==================== design 1
Figure 1. Wiring by layer (design 1).
Two of the layers only.
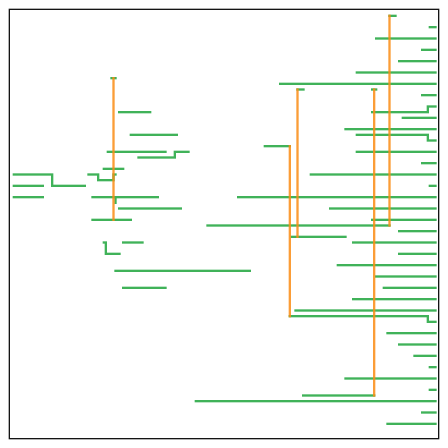

<file path="src/rtl/ram_port_arbiter.sv">
// Shares the write and read ports of a dual-port RAM among NUM_REQ clients
// using two independent round-robin arbiters; read data returns one cycle later.
module ram_port_arbiter #(
  parameter int DATA_WIDTH = 8,
  parameter int ADDR_WIDTH = 4,
  parameter int NUM_REQ    = 2
) (
  input  logic                           clk,
  input  logic                           rst,
  input  logic [NUM_REQ-1:0]             wreq,
  input  logic [NUM_REQ*ADDR_WIDTH-1:0]  wr_addr,
  input  logic [NUM_REQ*DATA_WIDTH-1:0]  wr_data,
  output logic [NUM_REQ-1:0]             wgnt,
  input  logic [NUM_REQ-1:0]             rreq,
  input  logic [NUM_REQ*ADDR_WIDTH-1:0]  rd_addr,
  output logic [NUM_REQ-1:0]             rgnt,
  output logic [NUM_REQ-1:0]             rvalid,
  output logic [DATA_WIDTH-1:0]          rd_data,
  output logic                           ram_wclken,
  output logic [ADDR_WIDTH-1:0]          ram_waddr,
  output logic [DATA_WIDTH-1:0]          ram_wdata,
  output logic [ADDR_WIDTH-1:0]          ram_raddr,
  input  logic [DATA_WIDTH-1:0]          ram_rdata
);

  localparam int PW = $clog2(NUM_REQ);

  logic [PW-1:0]         wptr_q, wptr_d;
  logic [PW-1:0]         rptr_q, rptr_d;
  logic [NUM_REQ-1:0]    rtag_q, rtag_d;
  logic [ADDR_WIDTH-1:0] raddr_q, raddr_d;
  logic [ADDR_WIDTH-1:0] rd_slice;

  // Scan downward from the far end so the surviving pick is the one nearest ptr.
  function automatic logic [NUM_REQ-1:0] rr_pick(input logic [NUM_REQ-1:0] req,
                                                 input logic [PW-1:0] ptr);
    logic [NUM_REQ-1:0] g;
    logic [PW:0]        sum;
    logic [PW-1:0]      idx;
    g = '0;
    for (int i = NUM_REQ - 1; i >= 0; i--) begin
      sum = {1'b0, ptr} + (PW+1)'(i);
      if (sum >= (PW+1)'(NUM_REQ)) sum = sum - (PW+1)'(NUM_REQ);
      idx = sum[PW-1:0];
      if (req[idx]) begin
        g = '0;
        g[idx] = 1'b1;
      end
    end
    return g;
  endfunction

  function automatic logic [PW-1:0] next_ptr(input logic [NUM_REQ-1:0] gnt,
                                             input logic [PW-1:0] ptr);
    logic [PW-1:0] n;
    n = ptr;
    for (int i = 0; i < NUM_REQ; i++) begin
      if (gnt[i]) n = (i == NUM_REQ - 1) ? '0 : PW'(i + 1);
    end
    return n;
  endfunction

  always_comb begin
    wgnt       = rst ? '0 : rr_pick(wreq, wptr_q);
    rgnt       = rst ? '0 : rr_pick(rreq, rptr_q);
    wptr_d     = next_ptr(wgnt, wptr_q);
    rptr_d     = next_ptr(rgnt, rptr_q);
    ram_wclken = |wgnt;
    ram_waddr  = '0;
    ram_wdata  = '0;
    rd_slice   = '0;
    for (int k = 0; k < NUM_REQ; k++) begin
      if (wgnt[k]) begin
        ram_waddr = ram_waddr | wr_addr[k*ADDR_WIDTH +: ADDR_WIDTH];
        ram_wdata = ram_wdata | wr_data[k*DATA_WIDTH +: DATA_WIDTH];
      end
      if (rgnt[k]) rd_slice = rd_slice | rd_addr[k*ADDR_WIDTH +: ADDR_WIDTH];
    end
    raddr_d   = (|rgnt) ? rd_slice : raddr_q;
    ram_raddr = raddr_d;
    rtag_d    = rgnt;
    // A read in flight when reset arrives must not surface as valid data.
    rvalid    = rst ? '0 : rtag_q;
    rd_data   = (|rvalid) ? ram_rdata : '0;
  end

  always_ff @(posedge clk) begin
    if (rst) begin
      wptr_q  <= '0;
      rptr_q  <= '0;
      rtag_q  <= '0;
      raddr_q <= '0;
    end else begin
      wptr_q  <= wptr_d;
      rptr_q  <= rptr_d;
      rtag_q  <= rtag_d;
      raddr_q <= raddr_d;
    end
  end

endmodule

</file>
<file path="config.mk">
export PLATFORM = sky130hd
export DESIGN_NAME = ram_port_arbiter
export DESIGN_NICKNAME = d
export VERILOG_FILES = /design/src/rtl/ram_port_arbiter.sv
export SDC_FILE = /design/constraint.sdc
export NUM_CORES = 1
export LEC_CHECK = 0
export CORE_UTILIZATION = 30
export DETAILED_ROUTE_END_ITERATION = 7
export PLACE_DENSITY = 0.84
export RECOVER_POWER = 100
export SYNTH_ARGS = -nofsm -noshare
export SYNTH_HDL_FRONTEND = slang
export SYNTH_SLANG_ARGS = --single-unit
</file>
<file path="constraint.sdc">
create_clock -name clk -period 2.2 [get_ports clk]
set_input_delay 0.44 -clock clk [delete_from_list [all_inputs] [get_ports clk]]
set_output_delay 0.44 -clock clk [all_outputs]
set_load 0.05 [all_outputs]
</file>
==================== design 2
## src/rtl/i2s_stereo_receiver_pkg.sv

```systemverilog
// Shared constants for the I2S stereo receiver: channel codes, pairing FSM states, default widths.
// Pure definitions; no logic, no latency, no flow control.
package i2s_pkg;

    localparam logic CH_LEFT  = 1'b0;
    localparam logic CH_RIGHT = 1'b1;

    localparam int I2S_SLOT_W   = 32;
    localparam int I2S_SAMPLE_W = 24;

    typedef enum logic {
        PAIR_WAIT_L = 1'b0,
        PAIR_WAIT_R = 1'b1
    } pair_state_t;

endpackage

```

## src/rtl/i2s_stereo_receiver_slot_deserializer.sv

```systemverilog
// Shifts in SD, tracks WS edges and slot length; slot_* outputs are combinational in the edge cycle.
// No backpressure: the I2S source cannot be stalled, so every completed slot is reported exactly once.
module i2s_slot_deserializer
    import i2s_pkg::*;
#(
    parameter int SLOT_W   = I2S_SLOT_W,
    parameter int SAMPLE_W = I2S_SAMPLE_W
) (
    input  logic                i2s_clk,
    input  logic                reset,
    input  logic                sd,
    input  logic                ws,
    output logic                slot_done,
    output logic                slot_ok,
    output logic                slot_chan,
    output logic [SAMPLE_W-1:0] slot_data
);

    localparam int CNT_W = $clog2(SLOT_W + 2);
    localparam logic [CNT_W-1:0] CNT_MAX  = CNT_W'(SLOT_W + 1);
    localparam logic [CNT_W-1:0] CNT_FULL = CNT_W'(SLOT_W - 1);

    logic              ws_r;
    logic              armed;
    logic              ws_edge;
    logic [CNT_W-1:0]  bit_cnt;
    // The MSB of a full slot only ever lives in sh_next, so the register holds SLOT_W-1 bits.
    logic [SLOT_W-2:0] sh;
    logic [SLOT_W-1:0] sh_next;

    assign sh_next   = {sh, sd};
    assign ws_edge   = (ws != ws_r);
    assign slot_done = ws_edge & armed;
    // Completed length is bit_cnt+1 because the LSB arrives on the edge itself.
    assign slot_ok   = (bit_cnt == CNT_FULL);
    assign slot_chan = ws_r;
    assign slot_data = sh_next[SLOT_W-1 -: SAMPLE_W];

    always_ff @(posedge i2s_clk) begin
        if (reset) begin
            ws_r    <= 1'b0;
            armed   <= 1'b0;
            bit_cnt <= '0;
            sh      <= '0;
        end else begin
            ws_r <= ws;
            sh   <= sh_next[SLOT_W-2:0];
            if (ws_edge) begin
                bit_cnt <= '0;
                armed   <= 1'b1;
            end else if (bit_cnt != CNT_MAX) begin
                bit_cnt <= bit_cnt + CNT_W'(1);
            end
        end
    end

endmodule

```

## src/rtl/i2s_stereo_receiver.sv

```systemverilog
// Philips I2S stereo receiver: per-slot samples, L/R frame pairing, saturating framing-error count.
// Outputs register one cycle after the WS edge; no backpressure, consumers must take every pulse.
module i2s_stereo_receiver
    import i2s_pkg::*;
#(
    parameter int SLOT_W    = I2S_SLOT_W,
    parameter int SAMPLE_W  = I2S_SAMPLE_W,
    parameter int OUT_W     = 24,
    parameter int ERR_CNT_W = 8
) (
    input  logic                 i2s_clk,
    input  logic                 reset,
    input  logic                 SD,
    input  logic                 WS,
    output logic                 SCK,
    output logic [OUT_W-1:0]     sample,
    output logic                 sample_chan,
    output logic                 sample_valid,
    output logic [OUT_W-1:0]     frame_left,
    output logic [OUT_W-1:0]     frame_right,
    output logic                 frame_valid,
    output logic                 frame_err,
    output logic [ERR_CNT_W-1:0] err_count
);

    logic                       slot_done;
    logic                       slot_ok;
    logic                       slot_chan;
    logic        [SAMPLE_W-1:0] slot_data;
    logic signed [SAMPLE_W-1:0] slot_signed;
    logic        [OUT_W-1:0]    sample_ext;
    logic        [OUT_W-1:0]    left_buf;
    pair_state_t                state;

    assign SCK         = i2s_clk;
    assign slot_signed = signed'(slot_data);
    assign sample_ext  = OUT_W'(slot_signed);

    i2s_slot_deserializer #(
        .SLOT_W   (SLOT_W),
        .SAMPLE_W (SAMPLE_W)
    ) u_deser (
        .i2s_clk   (i2s_clk),
        .reset     (reset),
        .sd        (SD),
        .ws        (WS),
        .slot_done (slot_done),
        .slot_ok   (slot_ok),
        .slot_chan (slot_chan),
        .slot_data (slot_data)
    );

    always_ff @(posedge i2s_clk) begin
        if (reset) begin
            sample       <= '0;
            sample_chan  <= CH_LEFT;
            sample_valid <= 1'b0;
            frame_left   <= '0;
            frame_right  <= '0;
            frame_valid  <= 1'b0;
            frame_err    <= 1'b0;
            err_count    <= '0;
            left_buf     <= '0;
            state        <= PAIR_WAIT_L;
        end else begin
            sample_valid <= 1'b0;
            frame_valid  <= 1'b0;
            frame_err    <= 1'b0;
            if (slot_done) begin
                if (slot_ok) begin
                    sample       <= sample_ext;
                    sample_chan  <= slot_chan;
                    sample_valid <= 1'b1;
                    if (state == PAIR_WAIT_L) begin
                        // A right slot with no pending left is still emitted, just never paired.
                        if (slot_chan == CH_LEFT) begin
                            left_buf <= sample_ext;
                            state    <= PAIR_WAIT_R;
                        end
                    end else begin
                        if (slot_chan == CH_RIGHT) begin
                            frame_left  <= left_buf;
                            frame_right <= sample_ext;
                            frame_valid <= 1'b1;
                            state       <= PAIR_WAIT_L;
                        end else begin
                            left_buf <= sample_ext;
                        end
                    end
                end else begin
                    frame_err <= 1'b1;
                    if (err_count != '1) begin
                        err_count <= err_count + ERR_CNT_W'(1);
                    end
                    state <= PAIR_WAIT_L;
                end
            end
        end
    end

endmodule
```

## config.mk

```make
export PLATFORM = sky130hd
export DESIGN_NAME = i2s_stereo_receiver
export DESIGN_NICKNAME = d
export VERILOG_FILES = /design/src/rtl/i2s_stereo_receiver_pkg.sv /design/src/rtl/i2s_stereo_receiver_slot_deserializer.sv /design/src/rtl/i2s_stereo_receiver.sv
export SDC_FILE = /design/constraint.sdc
export NUM_CORES = 1
export LEC_CHECK = 0
export ABC_AREA = 1
export CAP_MARGIN = 20
export CORE_MARGIN = 1.5
export CORE_UTILIZATION = 55
export CTS_BUF_LIST = sky130_fd_sc_hd__clkbuf_4
export CTS_CLUSTER_DIAMETER = 60
export DETAILED_ROUTE_END_ITERATION = 16
export PLACE_DENSITY = 0.82
export SYNTH_ARGS = -nofsm -noshare
export SYNTH_HDL_FRONTEND = slang
export SYNTH_SLANG_ARGS = --single-unit
```

## constraint.sdc

```tcl
create_clock -name i2s_clk -period 2 [get_ports i2s_clk]
set_input_delay 0.4 -clock i2s_clk [delete_from_list [all_inputs] [get_ports i2s_clk]]
set_output_delay 0.4 -clock i2s_clk [all_outputs]
set_load 0.05 [all_outputs]
```

Figure 2. Register map, names as in the netlist (design 2).
Other sequential cells in the stronger grey, the rest of the logic in the fainter grey.
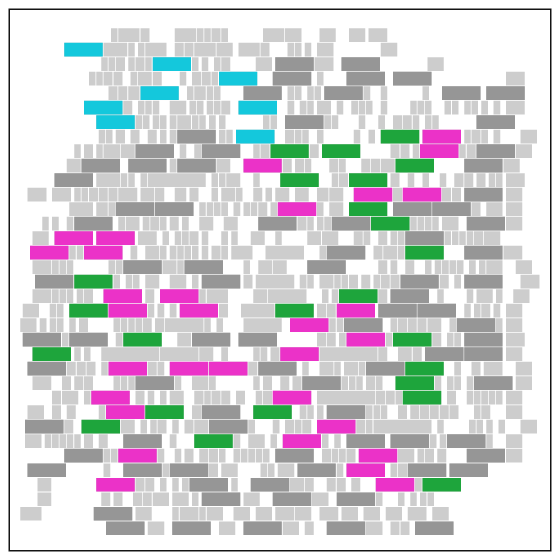
cyan -> `err_count`  # flops 8
green -> `left_buf`  # flops 24
magenta -> `u_deser.sh`  # flops 31

Figure 3. Wiring by layer (design 2).
Two of the layers only.
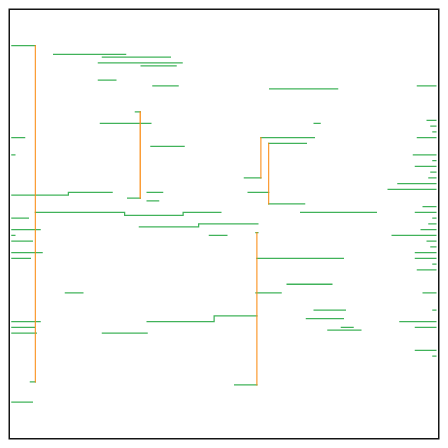
green -> metal 3  # wire length 561 um
orange -> metal 4  # wire length 160 um

==> run summary, design 2 <==
DRC marker count from the first detailed-route iteration -> 158
Outcome -> finished, final reports clean
Static Leakage -> 3.29 nW
Ys async rst share -> 0%
Met3 Track Usage GR -> 5.94%
Comb. pwr -> 199 uW
Post-route worst setup slack -> 0.0554 ns
Vertical die size -> 101 um
YS warnings -> 0
Int Pwr -> 4.27 mW
Post-CTS Resized -> 99
Crit. Startpoint -> i2s_clk
Peak supply drop -> 0.679 mV
Unrepaired setup endpoints after global routing -> no
Clk ins delay skew pair -> 0.63 ns
Clock power frac -> 42.7%
First-pass DRT Iterations -> 5
Post-synth top cells -> dfxtp_1, nor2_1, nand2_1
Register cell area after layout -> 0.00296 mm2
Least-Margin Pin Slew -> 0.507 ns
Crit share post-route -> 97.2%
Grt met2 use -> 40.3%
Core area -> 0.00928 mm2
Cell row count -> 35
Setup TNS -> 0 ns
Net count, final -> 773
Total power -> 5.55 mW
## design 2: flip-flops by register name, summed over array words and instances, names as in the netlist, 6 cells and up
signal	cells
err_count	8
frame_right	24
left_buf	24
u_deser.sh	31
u_deser.bit_cnt	6
sample	24
frame_left	24
## design 2: layout make-up
| type | count | share of cell area (%) |
|---|---|---|
| Clock inverter | 13 | 3.10 |
| Multi-Input combinational cell | 411 | 27.5 |
| Inverter | 81 | 4.63 |
| Tap cell | 129 | 2.44 |
| Timing Repair Buffer | 103 | 14.9 |
| Clock buffer | 23 | 2.67 |
| Sequential cell | 148 | 44.8 |
## design 2: metal layers
layer / wire length, um / share of wire [%]
met5: 0 / 0
met3: 560 / 5.0
met2: 5530 / 49
met1: 4920 / 44
met4: 159 / 1.4
## design 2: cell families after synthesis
logic type | after synthesis | share of synthesized area, %
simple gates | 319 | 24.7
compound gates | 87 | 8.32
buf+inv | 117 | 10.1
flops | 148 | 55.8
xor+xnor | 2 | 0.330
fa+ha+maj | 3 | 0.707
## design 2: critical path, stage by stage
cell and delay (ns):
clkbuf_4 0.10, clkbuf_4 0.12, clkdlybuf4s15_2 0.32
Figure 4. Metal 2 (design 1).
Scale bar: 20 um.
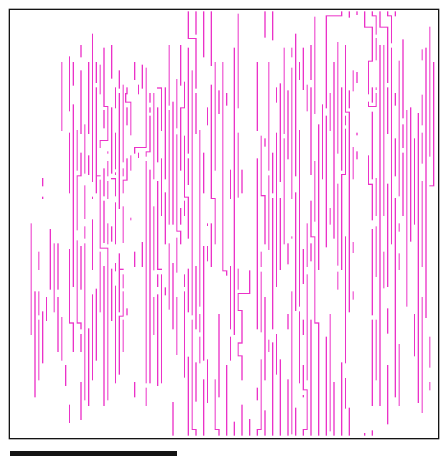
share of all routed wire = 51%
main direction = vertical
wire length on this layer = 2330 um
longest straight run = 43.2 um
nets with wire on the layer = 223

Figure 5. Nets reached from selected ports (design 1).
Scale bar: 20 um.
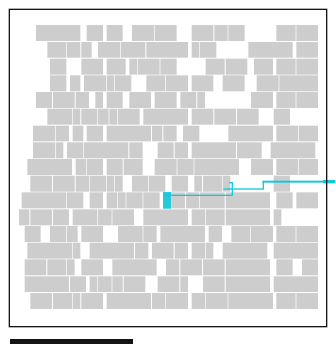
cyan -> `ram_wclken`  # bits 1, direction output, end cells 1, buffers 1, wire 31.1 um

About Figure 1:
orange -> metal 4  # wire length 117 um
green -> metal 3  # wire length 432 um

==> run summary, design 1 <==
# diodes -> 0
Least-Margin Pin Slew -> 0.683 ns
IO Pins -> 77
Clock network power -> 121 uW
Final hold violations -> 0
Combinational share of cell area -> 28.9%
Vias in the first global route -> 1208
Mean area per synthesized cell -> 7.94 um2
Flops -> 8
Crit share post-route -> 98.4%
Minimum clock period -> 2.16 ns
Sequential share of power -> 21.6%
Non-Filler Instances -> 219
Met1 Track Usage GR -> 34.2%
Inverters -> 2
Psw -> 315 uW
Setup crit end kind -> output port
Cells after Synth -> 92
Max-cap viol count -> 0
DP HPWL -> 3430 um
GP Congestion -> 0.925
Outcome -> finished, final reports clean
Maximum level of the CTS H-tree -> 1
Cells in synth_stat.txt -> 92
CP arrival -> 1.72 ns
design 1: cells in the final DEF, fill, tap and decap left out, types with 7 or more instances in the layout:
cell type	count
clkdlybuf4s50_1	40
buf_4	21
clkbuf_4	11
nand2_1	9
o21ai_0	9
and2_0	7
nand2b_1	8
buf_12	18
a22o_1	11
dfxtp_1	8
design 1: Yosys cell counts, types with 2 or more instances:
master and number:
a22o_1 12, nand2_1 9, o21ai_0 9, and2_1 8, dfxtp_1 8, nand2b_1 8
buf_2 5, nor2_1 5, a221o_1 4, a311oi_1 4, mux2i_1 4, nor2b_1 4
o211a_1 2
design 1: path summary, 6_finish.rpt:
kind | startpoint | to
setup / recovery | wreq[0] | ram_waddr[3]
hold / removal | raddr_q[3] | raddr_q[3]
setup reg to reg | rptr_q | raddr_q[3]
hold reg to reg | raddr_q[3] | raddr_q[3]
design 1: state kept, by name, summed over array words and instances (netlist names):
signal,count
rtag_q,2
raddr_q,4
wptr_q,1
rptr_q,1
design 1: what timing repair did:
action                     in CTS  in global routing
gates cloned                    1                  0
pin swaps                       2                  0
buffers inserted                1                  0
gates resized                   9                 10
setup endpoints to repair      25                 21


==> notes/layouts.md <==
Pictures saved along the way, in no particular order.

Placement view.
panel A
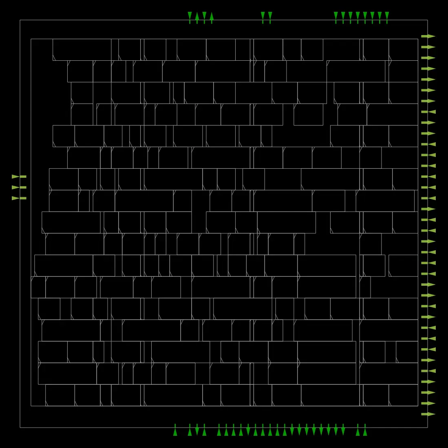
panel B
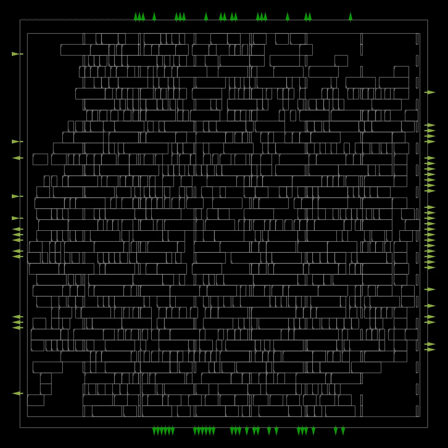
The one with the most cells is panel B.
The one with the highest utilization is panel A.
design 2 -> panel B
design 1 -> panel A

Power figures rest on the tool's default switching activity, not on a simulated workload.
